# mem_port_arbiter_flat

### The metal 3 layer, mem_port_arbiter_flat

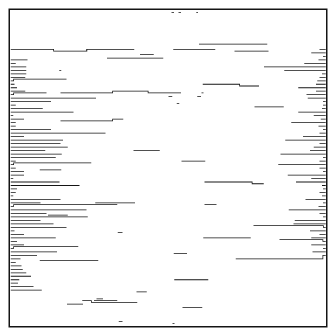

[src/rtl/mem_arb_pkg.sv]
// rtl/mem_arb_pkg.sv - shared types and constants for the fetch/data memory arbiter
package mem_arb_pkg;

  typedef enum logic [1:0] {
    IDLE,
    ISSUE,
    WAIT,
    RESP
  } arbState_t;

  localparam logic PORT_I = 1'b0;
  localparam logic PORT_D = 1'b1;

  localparam int MEM_LAT_MIN = 1;
  localparam int MEM_LAT_MAX = 15;

endpackage

[src/rtl/mem_port_arbiter_if.sv]
// rtl/mem_port_arbiter_if.sv - fetch port, data port and memory-side signals of the arbiter
interface mem_port_arbiter_if #(
  parameter int ADDR_W = 32,
  parameter int DATA_W = 32
);

  logic              i_req;
  logic [ADDR_W-1:0] i_addr;
  logic [DATA_W-1:0] i_rdata;
  logic              i_ack;
  logic              d_req;
  logic              d_we;
  logic [ADDR_W-1:0] d_addr;
  logic [DATA_W-1:0] d_wdata;
  logic [DATA_W-1:0] d_rdata;
  logic              d_ack;
  logic              mem_en;
  logic              mem_we;
  logic [ADDR_W-1:0] mem_addr;
  logic [DATA_W-1:0] mem_wdata;
  logic [DATA_W-1:0] mem_rdata;
  logic              busy;

  // Arbiter view.
  modport slave (
    input  i_req, i_addr, d_req, d_we, d_addr, d_wdata, mem_rdata,
    output i_rdata, i_ack, d_rdata, d_ack, mem_en, mem_we, mem_addr, mem_wdata, busy
  );

  // Core and memory view.
  modport master (
    output i_req, i_addr, d_req, d_we, d_addr, d_wdata, mem_rdata,
    input  i_rdata, i_ack, d_rdata, d_ack, mem_en, mem_we, mem_addr, mem_wdata, busy
  );

endinterface

[src/rtl/rr_arb2.sv]
// rtl/rr_arb2.sv - two-way round-robin pick between fetch and data requests
module rr_arb2
  import mem_arb_pkg::*;
(
  input  logic i_req,
  input  logic d_req,
  input  logic lastGrant,
  output logic grantValid,
  output logic grantId
);

  // On a tie the port that did not win last time goes next.
  assign grantValid = i_req | d_req;
  assign grantId    = (i_req && d_req) ? ~lastGrant : (d_req ? PORT_D : PORT_I);

endmodule

[src/rtl/mem_port_arbiter.sv]
// rtl/mem_port_arbiter.sv - shares one single-ported synchronous RAM between fetch and data ports
module mem_port_arbiter
  import mem_arb_pkg::*;
#(
  parameter int ADDR_W  = 32,
  parameter int DATA_W  = 32,
  parameter int MEM_LAT = 1
) (
  input logic               clk,
  input logic               reset,
  mem_port_arbiter_if.slave bus
);

  localparam int LAT = (MEM_LAT < MEM_LAT_MIN) ? MEM_LAT_MIN :
                       (MEM_LAT > MEM_LAT_MAX) ? MEM_LAT_MAX : MEM_LAT;
  localparam int CNT_W = $clog2(LAT + 1);

  arbState_t         state;
  arbState_t         nextState;
  logic              lastGrant;
  logic              selPort;
  logic              grantValid;
  logic              grantId;
  logic              latWe;
  logic [ADDR_W-1:0] latAddr;
  logic [DATA_W-1:0] latWdata;
  logic [DATA_W-1:0] iRdata;
  logic [DATA_W-1:0] dRdata;
  logic [CNT_W-1:0]  waitCnt;

  rr_arb2 arb (
    .i_req      (bus.i_req),
    .d_req      (bus.d_req),
    .lastGrant  (lastGrant),
    .grantValid (grantValid),
    .grantId    (grantId)
  );

  always_ff @(posedge clk) begin
    if (reset) begin
      state <= IDLE;
    end else begin
      state <= nextState;
    end
  end

  always_comb begin
    nextState = state;
    case (state)
      IDLE:    if (grantValid) nextState = ISSUE;
      ISSUE:   nextState = WAIT;
      WAIT:    if (waitCnt == '0) nextState = RESP;
      RESP:    nextState = IDLE;
      default: nextState = IDLE;
    endcase
  end

  always_ff @(posedge clk) begin
    if (reset) begin
      lastGrant <= PORT_I;
      selPort   <= PORT_I;
      latWe     <= 1'b0;
      latAddr   <= '0;
      latWdata  <= '0;
      waitCnt   <= '0;
      iRdata    <= '0;
      dRdata    <= '0;
    end else begin
      case (state)
        IDLE: begin
          if (grantValid) begin
            selPort   <= grantId;
            lastGrant <= grantId;
            if (grantId == PORT_D) begin
              latWe    <= bus.d_we;
              latAddr  <= bus.d_addr;
              latWdata <= bus.d_wdata;
            end else begin
              latWe   <= 1'b0;
              latAddr <= bus.i_addr;
            end
          end
        end
        ISSUE: waitCnt <= CNT_W'(LAT - 1);
        WAIT: begin
          if (waitCnt != '0) begin
            waitCnt <= waitCnt - 1'b1;
          end else if (!latWe) begin
            // Only the last WAIT cycle sees valid read data.
            if (selPort == PORT_D) begin
              dRdata <= bus.mem_rdata;
            end else begin
              iRdata <= bus.mem_rdata;
            end
          end
        end
        default: ;
      endcase
    end
  end

  // Everything visible outside is a register or a decode of the state.
  assign bus.mem_en    = (state == ISSUE);
  assign bus.mem_we    = (state == ISSUE) && latWe;
  assign bus.mem_addr  = latAddr;
  assign bus.mem_wdata = latWdata;
  assign bus.i_ack     = (state == RESP) && (selPort == PORT_I);
  assign bus.d_ack     = (state == RESP) && (selPort == PORT_D);
  assign bus.i_rdata   = iRdata;
  assign bus.d_rdata   = dRdata;
  assign bus.busy      = (state != IDLE);

endmodule

[src/flat_wrapper.sv]
// flat-port wrapper written by rule: the top's interface ports become plain ports
module mem_port_arbiter_flat import mem_arb_pkg::*;
#(
  parameter int ADDR_W  = 32,
  parameter int DATA_W  = 32,
  parameter int MEM_LAT = 1
)
  (clk, reset, bus_i_req, bus_i_addr, bus_d_req, bus_d_we, bus_d_addr, bus_d_wdata, bus_mem_rdata, bus_i_rdata, bus_i_ack, bus_d_rdata, bus_d_ack, bus_mem_en, bus_mem_we, bus_mem_addr, bus_mem_wdata, bus_busy);
  mem_port_arbiter_if #(.ADDR_W(ADDR_W), .DATA_W(DATA_W)) bus_i ();
  input logic clk;
  input logic reset;
  input wire logic [$bits(bus_i.i_req)-1:0] bus_i_req;
  input wire logic [$bits(bus_i.i_addr)-1:0] bus_i_addr;
  input wire logic [$bits(bus_i.d_req)-1:0] bus_d_req;
  input wire logic [$bits(bus_i.d_we)-1:0] bus_d_we;
  input wire logic [$bits(bus_i.d_addr)-1:0] bus_d_addr;
  input wire logic [$bits(bus_i.d_wdata)-1:0] bus_d_wdata;
  input wire logic [$bits(bus_i.mem_rdata)-1:0] bus_mem_rdata;
  output wire logic [$bits(bus_i.i_rdata)-1:0] bus_i_rdata;
  output wire logic [$bits(bus_i.i_ack)-1:0] bus_i_ack;
  output wire logic [$bits(bus_i.d_rdata)-1:0] bus_d_rdata;
  output wire logic [$bits(bus_i.d_ack)-1:0] bus_d_ack;
  output wire logic [$bits(bus_i.mem_en)-1:0] bus_mem_en;
  output wire logic [$bits(bus_i.mem_we)-1:0] bus_mem_we;
  output wire logic [$bits(bus_i.mem_addr)-1:0] bus_mem_addr;
  output wire logic [$bits(bus_i.mem_wdata)-1:0] bus_mem_wdata;
  output wire logic [$bits(bus_i.busy)-1:0] bus_busy;
  assign bus_i.i_req = bus_i_req;
  assign bus_i.i_addr = bus_i_addr;
  assign bus_i.d_req = bus_d_req;
  assign bus_i.d_we = bus_d_we;
  assign bus_i.d_addr = bus_d_addr;
  assign bus_i.d_wdata = bus_d_wdata;
  assign bus_i.mem_rdata = bus_mem_rdata;
  assign bus_i_rdata = bus_i.i_rdata;
  assign bus_i_ack = bus_i.i_ack;
  assign bus_d_rdata = bus_i.d_rdata;
  assign bus_d_ack = bus_i.d_ack;
  assign bus_mem_en = bus_i.mem_en;
  assign bus_mem_we = bus_i.mem_we;
  assign bus_mem_addr = bus_i.mem_addr;
  assign bus_mem_wdata = bus_i.mem_wdata;
  assign bus_busy = bus_i.busy;
  mem_port_arbiter #(.ADDR_W(ADDR_W), .DATA_W(DATA_W), .MEM_LAT(MEM_LAT)) u_core (.clk(clk), .reset(reset), .bus(bus_i));
endmodule
[config.mk]
export PLATFORM = sky130hd
export DESIGN_NAME = mem_port_arbiter_flat
export DESIGN_NICKNAME = d
export VERILOG_FILES = /design/src/rtl/mem_arb_pkg.sv /design/src/rtl/mem_port_arbiter_if.sv /design/src/rtl/rr_arb2.sv /design/src/rtl/mem_port_arbiter.sv /design/src/flat_wrapper.sv
export SDC_FILE = /design/constraint.sdc
export NUM_CORES = 1
export LEC_CHECK = 0
export CORE_UTILIZATION = 35
export CTS_BUF_LIST = sky130_fd_sc_hd__clkbuf_16
export DETAILED_ROUTE_END_ITERATION = 12
export PLACE_DENSITY = 0.74
export SLEW_MARGIN = 10
export SYNTH_ARGS = -nofsm -noshare
export SYNTH_HDL_FRONTEND = slang
export SYNTH_SLANG_ARGS = --single-unit
[constraint.sdc]
create_clock -name clk -period 2.7 [get_ports clk]
set_clock_uncertainty 0.2 [all_clocks]
set_input_delay 0.54 -clock clk [delete_from_list [all_inputs] [get_ports clk]]
set_output_delay 0.54 -clock clk [all_outputs]
set_load 0.03 [all_outputs]
# my_isolation_ctrl

--- config.mk ---
export PLATFORM = sky130hd
export DESIGN_NAME = my_isolation_ctrl
export DESIGN_NICKNAME = d
export VERILOG_FILES = /design/src/rtl/my_isolation_pkg.sv /design/src/rtl/my_valid_pipe.sv /design/src/rtl/my_isolation_ctrl.sv
export SDC_FILE = /design/constraint.sdc
export NUM_CORES = 1
export LEC_CHECK = 0
export CAP_MARGIN = 15
export CORE_ASPECT_RATIO = 1.75
export CORE_UTILIZATION = 60
export CTS_CLUSTER_SIZE = 40
export DETAILED_ROUTE_END_ITERATION = 16
export DONT_BUFFER_PORTS = 1
export PLACE_DENSITY = 0.76
export SLEW_MARGIN = 20
export SYNTH_ARGS = -nofsm -noshare
export SYNTH_HDL_FRONTEND = slang
export SYNTH_SLANG_ARGS = --single-unit
--- constraint.sdc ---
create_clock -name iClk -period 4 [get_ports iClk]
set_input_delay 0.6 -clock iClk [delete_from_list [all_inputs] [get_ports iClk]]
set_output_delay 0.6 -clock iClk [all_outputs]
set_load 0.05 [all_outputs]
--- src/rtl/my_isolation_pkg.sv ---
// Shared definitions for the operand-isolation control stage.
`timescale 1ns/1ps
package my_isolation_pkg;

  typedef enum logic [1:0] {
    ISOLATED = 2'b00,
    ACTIVE   = 2'b01,
    LINGER   = 2'b10
  } iso_state_e;

  // Smallest idle counter width that can hold the value idle_hold.
  function automatic int min_idle_cnt_width(input int idle_hold);
    int w;
    w = 1;
    while ((1 << w) <= idle_hold) begin
      w = w + 1;
    end
    return w;
  endfunction

endpackage

--- src/rtl/my_valid_pipe.sv ---
// In-flight tracker: DEPTH-deep valid shift register with synchronous clear.
`timescale 1ns/1ps
module my_valid_pipe #(
  parameter int DEPTH = 3
) (
  input  logic i_clk,
  input  logic i_rst_n,
  input  logic i_clr,
  input  logic i_in,
  output logic o_tail,
  output logic o_any,
  output logic o_next_any
);

  logic [DEPTH-1:0] r_pipe;
  logic [DEPTH-1:0] w_pipe_next;

  generate
    if (DEPTH == 1) begin : g_single
      assign w_pipe_next = i_in;
    end else begin : g_multi
      assign w_pipe_next = {r_pipe[DEPTH-2:0], i_in};
    end
  endgenerate

  // Shift register; clear wins over the incoming bit.
  always_ff @(posedge i_clk or negedge i_rst_n) begin
    if (!i_rst_n) begin
      r_pipe <= {DEPTH{1'b0}};
    end else if (i_clr) begin
      r_pipe <= {DEPTH{1'b0}};
    end else begin
      r_pipe <= w_pipe_next;
    end
  end

  assign o_tail     = r_pipe[DEPTH-1];
  assign o_any      = |r_pipe;
  assign o_next_any = |w_pipe_next;

endmodule

--- src/rtl/my_isolation_ctrl.sv ---
// Operand register, in-flight tracking and pass/isolate control in front of a
// functional unit's operand-isolation cells.
`timescale 1ns/1ps
module my_isolation_ctrl
  import my_isolation_pkg::*;
#(
  parameter int DATA_WIDTH     = 32,
  parameter int OP_LATENCY     = 3,
  parameter int IDLE_HOLD      = 4,
  parameter int IDLE_CNT_WIDTH = 3
) (
  input  logic                  iClk,
  input  logic                  iReset_n,
  input  logic                  iIssue_Valid,
  input  logic [DATA_WIDTH-1:0] iOperand_A,
  input  logic [DATA_WIDTH-1:0] iOperand_B,
  input  logic                  iFlush,
  output logic [DATA_WIDTH-1:0] oOperand_A,
  output logic [DATA_WIDTH-1:0] oOperand_B,
  output logic                  oIsolation_Signal,
  output logic                  oResult_Valid,
  output logic                  oBusy
);

  logic                      w_issue_acc;
  logic                      w_pipe_tail;
  logic                      w_pipe_any;
  logic                      w_pipe_next_any;
  iso_state_e                r_state;
  iso_state_e                w_state_next;
  logic [IDLE_CNT_WIDTH-1:0] r_idle_cnt;
  logic [IDLE_CNT_WIDTH-1:0] w_idle_cnt_next;
  logic [DATA_WIDTH-1:0]     r_operand_a;
  logic [DATA_WIDTH-1:0]     r_operand_b;
  logic                      r_iso;

  // A flush squashes any issue presented on the same edge.
  assign w_issue_acc = iIssue_Valid & ~iFlush;

  my_valid_pipe #(
    .DEPTH(OP_LATENCY)
  ) u_valid_pipe (
    .i_clk      (iClk),
    .i_rst_n    (iReset_n),
    .i_clr      (iFlush),
    .i_in       (w_issue_acc),
    .o_tail     (w_pipe_tail),
    .o_any      (w_pipe_any),
    .o_next_any (w_pipe_next_any)
  );

  // Operands only move on accepted issue so the FU inputs never toggle while idle.
  always_ff @(posedge iClk or negedge iReset_n) begin
    if (!iReset_n) begin
      r_operand_a <= {DATA_WIDTH{1'b0}};
      r_operand_b <= {DATA_WIDTH{1'b0}};
    end else if (w_issue_acc) begin
      r_operand_a <= iOperand_A;
      r_operand_b <= iOperand_B;
    end
  end

  // State, idle counter and the registered pass/isolate output.
  always_ff @(posedge iClk or negedge iReset_n) begin
    if (!iReset_n) begin
      r_state    <= ISOLATED;
      r_idle_cnt <= {IDLE_CNT_WIDTH{1'b0}};
      r_iso      <= 1'b0;
    end else begin
      r_state    <= w_state_next;
      r_idle_cnt <= w_idle_cnt_next;
      r_iso      <= (w_state_next != ISOLATED);
    end
  end

  // Next-state and idle-counter logic.
  always_comb begin
    w_state_next    = r_state;
    w_idle_cnt_next = r_idle_cnt;
    if (iFlush) begin
      w_state_next    = ISOLATED;
      w_idle_cnt_next = {IDLE_CNT_WIDTH{1'b0}};
    end else begin
      case (r_state)
        ISOLATED: begin
          w_idle_cnt_next = {IDLE_CNT_WIDTH{1'b0}};
          if (w_issue_acc) begin
            w_state_next = ACTIVE;
          end else begin
            w_state_next = ISOLATED;
          end
        end
        ACTIVE: begin
          if (w_pipe_next_any) begin
            w_state_next    = ACTIVE;
            w_idle_cnt_next = {IDLE_CNT_WIDTH{1'b0}};
          end else if (IDLE_HOLD == 0) begin
            w_state_next    = ISOLATED;
            w_idle_cnt_next = {IDLE_CNT_WIDTH{1'b0}};
          end else begin
            w_state_next    = LINGER;
            w_idle_cnt_next = IDLE_CNT_WIDTH'(IDLE_HOLD);
          end
        end
        LINGER: begin
          if (w_issue_acc) begin
            w_state_next    = ACTIVE;
            w_idle_cnt_next = {IDLE_CNT_WIDTH{1'b0}};
          end else if (r_idle_cnt <= IDLE_CNT_WIDTH'(1)) begin
            w_state_next    = ISOLATED;
            w_idle_cnt_next = {IDLE_CNT_WIDTH{1'b0}};
          end else begin
            w_state_next    = LINGER;
            w_idle_cnt_next = r_idle_cnt - IDLE_CNT_WIDTH'(1);
          end
        end
        default: begin
          w_state_next    = ISOLATED;
          w_idle_cnt_next = {IDLE_CNT_WIDTH{1'b0}};
        end
      endcase
    end
  end

  assign oOperand_A        = r_operand_a;
  assign oOperand_B        = r_operand_b;
  assign oIsolation_Signal = r_iso;
  assign oResult_Valid     = w_pipe_tail;
  assign oBusy             = w_pipe_any;

endmodule
# multi_divider

$ cat config.mk
export PLATFORM = sky130hd
export DESIGN_NAME = multi_divider
export DESIGN_NICKNAME = d
export VERILOG_FILES = /design/src/rtl/multi_divider.sv
export SDC_FILE = /design/constraint.sdc
export NUM_CORES = 1
export LEC_CHECK = 0
export CAP_MARGIN = 25
export CORE_MARGIN = 3
export CORE_UTILIZATION = 48
export DETAILED_ROUTE_END_ITERATION = 10
export DONT_BUFFER_PORTS = 1
export GPL_TIMING_DRIVEN = 0
export PLACE_DENSITY = 0.65
export SYNTH_ARGS = -nofsm -noshare
export SYNTH_HDL_FRONTEND = slang
export SYNTH_SLANG_ARGS = --single-unit
$ cat constraint.sdc
create_clock -name CLK_50M -period 13.8 [get_ports CLK_50M]
set_input_delay 2.76 -clock CLK_50M [delete_from_list [all_inputs] [get_ports CLK_50M]]
set_output_delay 2.76 -clock CLK_50M [all_outputs]
set_load 0.02 [all_outputs]
$ cat src/rtl/multi_divider.sv
// multi_divider: CH independent programmable clock dividers sharing one
// clock domain. Each channel counts 0..DIV and toggles its output on the
// terminal count, so the output period is 2*(DIV+1) cycles at 50% duty.
// Outputs are registered; there is no combinational path from inputs to
// CLK_OUT or TICK.
//
// Control strobes, all sampled on the rising edge of CLK_50M:
//   CLR  (async) > SYNC > LOAD > EN count > hold
// SYNC realigns every channel (count and output cleared, divide kept).
// LOAD rewrites one channel's divide value and restarts its count while
// leaving its output level alone; a LOAD_CH that names no channel is
// ignored. The block supports only 2**CHW >= CH.
module multi_divider #(
  parameter int N       = 26,
  parameter int CH      = 4,
  parameter int CHW     = 2,
  parameter int DEF_DIV = 24999999
) (
  input  logic           CLK_50M,
  input  logic           CLR,
  input  logic           EN,
  input  logic           SYNC,
  input  logic           LOAD,
  input  logic [CHW-1:0] LOAD_CH,
  input  logic [N-1:0]   DIV_IN,
  output logic [CH-1:0]  CLK_OUT,
  output logic [CH-1:0]  TICK
);

  localparam logic [N-1:0] DEF_DIV_V = N'(DEF_DIV);

  logic [N-1:0]  div_q [CH];
  logic [N-1:0]  cnt_q [CH];
  logic [CH-1:0] load_hit;

  // Decode which channel (if any) the LOAD strobe targets this cycle.
  always_comb begin
    load_hit = '0;
    for (int ch = 0; ch < CH; ch++) begin
      load_hit[ch] = LOAD && (LOAD_CH == CHW'(ch));
    end
  end

  // Per-channel divide/count state and registered outputs.
  always_ff @(posedge CLK_50M or posedge CLR) begin
    if (CLR) begin
      for (int ch = 0; ch < CH; ch++) begin
        div_q[ch]   <= DEF_DIV_V;
        cnt_q[ch]   <= '0;
        CLK_OUT[ch] <= 1'b0;
        TICK[ch]    <= 1'b0;
      end
    end else if (SYNC) begin
      // Realign all channels; any simultaneous LOAD is dropped.
      for (int ch = 0; ch < CH; ch++) begin
        cnt_q[ch]   <= '0;
        CLK_OUT[ch] <= 1'b0;
        TICK[ch]    <= 1'b0;
      end
    end else begin
      for (int ch = 0; ch < CH; ch++) begin
        if (load_hit[ch]) begin
          // New divide value; output level is kept so no glitch on reload.
          div_q[ch] <= DIV_IN;
          cnt_q[ch] <= '0;
          TICK[ch]  <= 1'b0;
        end else if (EN) begin
          // >= rather than == so a count above DIV wraps on the next cycle
          // and a full-scale DIV never needs the counter to overflow.
          if (cnt_q[ch] >= div_q[ch]) begin
            cnt_q[ch]   <= '0;
            CLK_OUT[ch] <= ~CLK_OUT[ch];
            TICK[ch]    <= 1'b1;
          end else begin
            cnt_q[ch] <= cnt_q[ch] + 1'b1;
            TICK[ch]  <= 1'b0;
          end
        end else begin
          TICK[ch] <= 1'b0;
        end
      end
    end
  end

endmodule


==> screenshots <==
Signal wires on met2.
picture 1
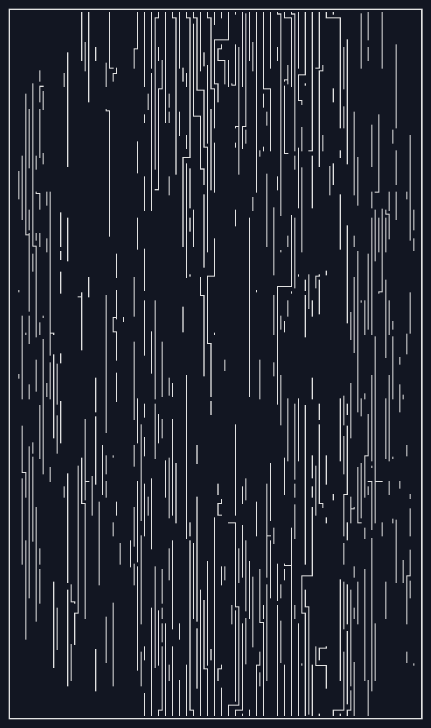
picture 2
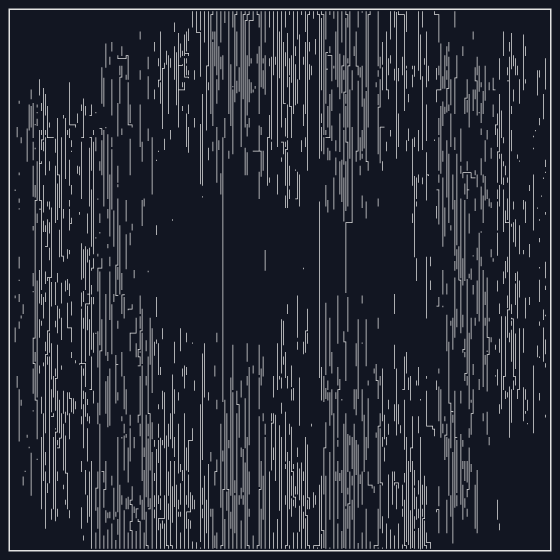
picture 3
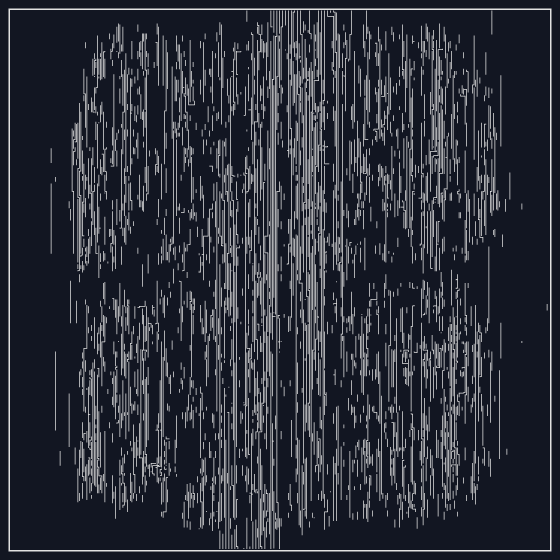
mem_port_arbiter_flat is picture 2.
multi_divider is picture 3.
my_isolation_ctrl is picture 1.

Key to picture 1:
share of all routed wire: 52%
main direction: vertical
nets with wire on the layer: 285
longest straight run: 26.5 um

### Track usage over the die, mem_port_arbiter_flat

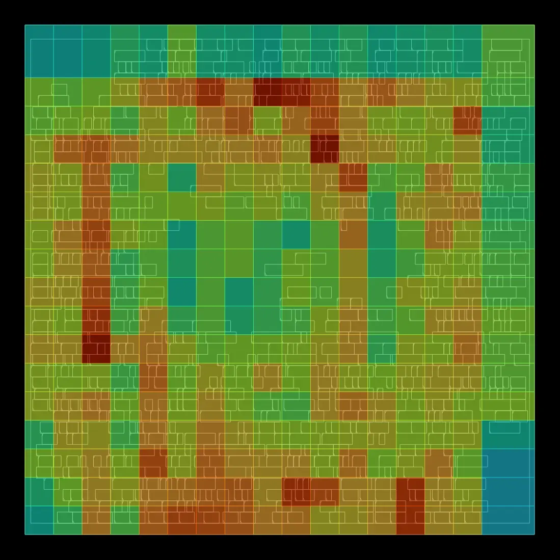
average wire per standard cell: 15.5 um
met2 GRT Util: 35.6%
Global Route Usage Sum: 21.8%
Top Usage Layer GRT: met2
met1 global-route usage: 25.6%

Notes on 'The metal 3 layer' of mem_port_arbiter_flat above:
main direction: horizontal
share of all routed wire: 9.6%
longest straight run: 40.3 um

==> results_slide.txt, mem_port_arbiter_flat <==
Flow Results at a Glance

STA
  – Crit share post-route: 95.2%

Pwr
  – Leakage: slightly above 3 nW

Route
  – Total Wirelength: approximately 17000 um

Worst setup path
  – Delay-heaviest family, CP: buffers and inverters
  – Max FO, Critical Path: 3
  – Cells along the critical path: inv_1 -> ha_1 -> and2_1 -> clkdlybuf4s50_1

Clock tree
  – Clk sink count: between 100 and 150
  – Clock buffer depth: 2

Die
  – Chip area: between 15000 and 20000 sq um

Run status
  – Status: completed

Placement
  – Routability cong.: between 0.8 and 0.9

Synthesis
  – Top cells, area: dfxtp_1 (51%), nand2_1 (12%), a21oi_1 (12%), a211oi_1 (3.4%), nand3_1 (3.1%)
  – Max-area cell share: 51.5%
  – Mux share: 0%
  – Yosys Chip Area: 5130 sq um
  – Sequential element share of the synthesized area: 51.5%

GRT
  – Initial antenna violation count: 0

Cells and area
  – Biggest Area Class: non-clock buffers
  – Finished Cell Area: approximately 8600 sq um
  – Antenna diodes: 0

Worst hold path
  – Hold_sp: u_core.bus.d_rdata[20]
## mem_port_arbiter_flat: routing by layer
| layer | track usage (%) | vias up |
|---|---|---|
| met5 | 0 | - |
| met4 | 7.38 | 0 |
| met3 | 9.46 | 21 |
| met2 | 35.6 | 194 |
| met1 | 25.6 | 2483 |
| li1 | - | 2622 |
## mem_port_arbiter_flat: power groups by stage
| stage | Combinational [mW] | Sequential [mW] | Clock (mW) |
|---|---|---|---|
| 2_1_floorplan | 1.25 | 3.25 | 0 |
| 4_1_cts | 3.31 | 2.53 | 2.44 |
| 3_5_place_dp | 3.28 | 2.57 | 0 |
| 3_3_place_gp | 3.27 | 2.56 | 0 |
| 6_report | 3.28 | 2.53 | 2.40 |
| 5_1_grt | 3.51 | 2.58 | 2.54 |
## mem_port_arbiter_flat: cells in the final DEF (no fill, tap or decap), types with 2 or more instances in the layout
master and n:
a211oi_2 10, clkbuf_16 17, nor2_1 35, dfxtp_1 131
inv_1 3, nand3_1 32, buf_12 6, buf_4 10
bufinv_16 4, o21ai_0 32, nand2_1 160, a21oi_2 10
clkinv_1 2, a21oi_1 119, clkinv_2 4, ha_1 4
clkdlybuf4s50_1 263, a211oi_1 23, and2_1 2, clkinvlp_4 3
### Signal wires on met4, my_isolation_ctrl

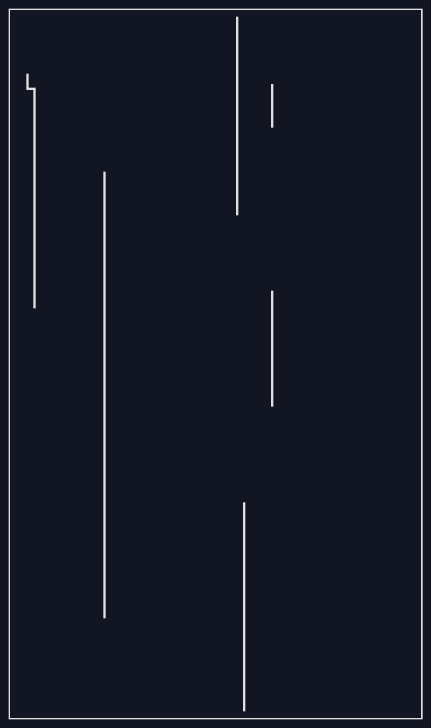
wire length on this layer: 163 um
main direction: vertical
nets with wire on the layer: 4
share of all routed wire: 2.9%

==> results_slide.txt, my_isolation_ctrl <==
Flow Results at a Glance

Route
  – # DRC: 0
  – Final antenna-violating net count: 0
  – Vias per std cell: roughly 5.3

Cells and area
  – Non-clock buffer count: 2
  – Comb area: 932 sq um
  – Inverters: 6
  – Dominant logic cell type in the layout: nand2_1

GRT
  – Grt ovf: 0
  – Global-route wire length before repair: around 8600 um

Worst setup path
  – Largest stage delay, worst path: 620 ps
  – CP endpoint kind: primary output

Pwr
  – Internal Power: 1.24 mW
  – Leakage: around 1.7 nW

Placement
  – Routability cong.: 0.804
  – PortBufs: 0

Clock tree
  – Clk latency late pin: around 340 ps
  – Setup Buffers After CTS: 0
  – CTS root buffer: clkbuf_8
  – CTS tree: done

Synthesis
  – Ys flop type: dfrtp_1
  – Max-area cell share: about 64%
  – Dominant cell type by area after synthesis: dfrtp_1
  – # Cells Yosys: 309

STA
  – Crit share post-route: 53.0%
  – Min Clock Period, post-route: between 2000 and 2500 ps
  – Unrepaired setup endpoints after global routing: false

Run status
  – Status: completed

Die
  – Initial core utilization: 63.6%
[my_isolation_ctrl: timing repair]
item,in CTS,in global routing
gates resized,0,0
hold buffers,1,0
hold endpoints to repair,73,0
[my_isolation_ctrl: metal layers]
metal	track usage, %	vias to the layer above	wire length, um
li1	-	935	-
met5	0	-	0
met4	16.9	0	163
met3	8.13	15	512
met1	26.2	881	2070
met2	39.8	94	2930
[my_isolation_ctrl: power groups by stage]
stage / clock network, mW / logic [mW] / registers [mW]
final: 0.648 / 0.124 / 1.17
after global routing: 0.692 / 0.149 / 1.19
after CTS: 0.660 / 0.128 / 1.17
after detailed placement: 0 / 0.110 / 1.19
after global placement: 0 / 0.103 / 1.19
after floorplan: 0 / 0.0950 / 1.17
[my_isolation_ctrl: path summary, 6_finish.rpt]
path	slack, ps	end	startpoint	cells after the start
worst max-delay path	1880	oBusy	u_valid_pipe.r_pipe[2]	1
worst min-delay path	120	oOperand_A[23]	iReset_n	1
worst max register to register	2460	oIsolation_Signal	r_idle_cnt[0]	5
worst min register to register	520	r_idle_cnt[0]	r_idle_cnt[0]	1
max in group asynchronous	3570	r_idle_cnt[2]	iReset_n	1
min in group iClk	320	r_state[0]	iFlush	1
### Signal wires on met4, multi_divider

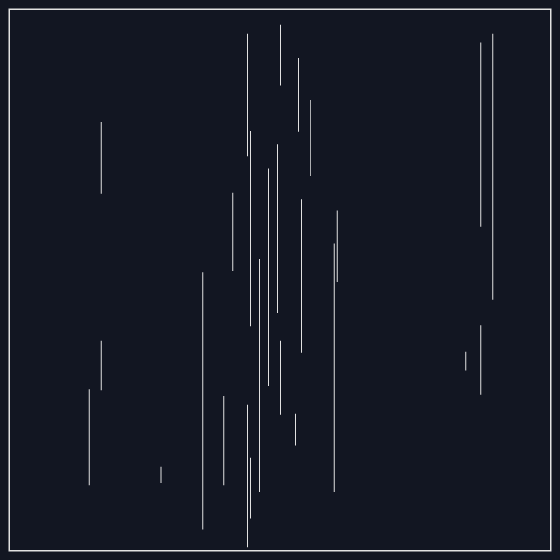
share of all routed wire: 3.1%
wire length on this layer: 955 um

==> results_slide.txt, multi_divider <==
Flow Results at a Glance

Clock tree
  – Clk latency late pin: 530 ps
  – Clock buffer depth: 3

Route
  – Total Wirelength: approximately 30000 um
  – Final antenna-violating net count: 0
  – DR top layer: met4

Synthesis
  – Post-Synth XOR/XNOR Area: 1.28%
  – Synth cell types: roughly 63
  – Top cells, area: dfrtp_1 (30%), dfstp_2 (15%), ha_1 (11%), nand2_1 (5.5%), o21ai_0 (4.5%)
  – Warning count from the yosys run: 0
  – Most frequent cell after synthesis: nand2_1
  – Ys async rst share: 100%
  – Flops after synth: 216
  – Syn_nets: 1470
  – Syn Inst Count: around 1300

Placement
  – DP HPWL: 22100 um

Die
  – Core ar.: 25200 sq um
  – Chip area: 27600 sq um

Cells and area
  – Final core occ: a little over half
  – Fraction of area in registers: 40.5%
  – Antenna diodes: 0
  – Dominant logic cell type in the layout: nand2_1

STA
  – Final setup vio count: 0
  – Final hold viol count: 0

Run status
  – Status: completed

Run
  – Max cap viols: 0

Worst setup path
  – R2R cell count: 11
  – Critical Path End: cnt_q[37]

Pwr
  – Pwr Total: 1.62 mW
  – Leakage: 6.04 nW
==> multi_divider: power breakdown <==
group	total, mW	leakage [nW]	switching (mW)	internal (mW)
logic	0.229	2.94	0.141	0.0876
clock network	0.636	0.388	0.275	0.361
registers	0.759	2.71	0.0282	0.731
total	1.62	6.04	0.445	1.18
==> multi_divider: worst min-delay path by stage <==
stage               cells after the start  startpoint  slack, ps        end
CTS                                     1   cnt_q[51]        490  cnt_q[51]
global placement                        1   cnt_q[51]        470  cnt_q[51]
detailed placement                      1   cnt_q[51]        480  cnt_q[51]
global route                            1   cnt_q[51]        530  cnt_q[51]
finish                                  1   cnt_q[51]        490  cnt_q[51]
floorplan                               1   cnt_q[51]        450  cnt_q[51]
==> multi_divider: registers in the layout (all words and copies together) (netlist names) <==
name     count
div_q      104
CLK_OUT      4
TICK         4
cnt_q      104
==> multi_divider: cells by family (layout without fill, tap and decap cells) <==
logic type      count (synthesis)  after routing
fa+ha+maj                     108            108
compound gates                323            323
flops                         216            216
mux                            47             47
buf+inv                       179            226
xor+xnor                       18             18
simple gates                  438            438
==> multi_divider: critical path, delay by kind of cell <==
family,cells,cell delay [ps]
buffers and inverters,1,440
and+or+nand+nor,4,1590
AOI/OAI and AO/OA,2,370


==> screenshots <==
M1 wires.
image #1
The bar under the picture is 20 um long.
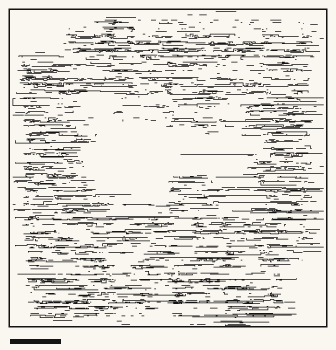
image #2
The bar under the picture is 20 um long.
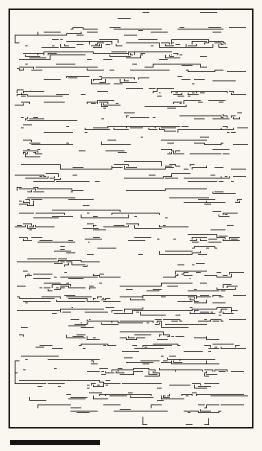
image #3
The bar under the picture is 50 um long.
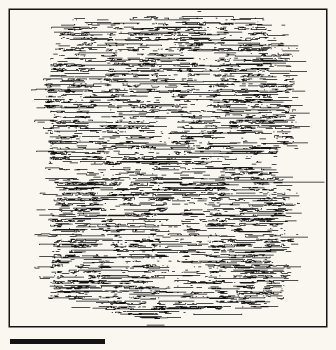
Of these, smallest die: image #2
Image #3 comes from multi_divider.
Image #1 comes from mem_port_arbiter_flat.
Image #2 comes from my_isolation_ctrl.

Key to image #3:
share of all routed wire: 47%
wire length on this layer: 14400 um
main direction: horizontal
nets with wire on the layer: 1417
longest straight run: 65.3 um

No activity file was given, so power comes from the tool's default toggle rates.
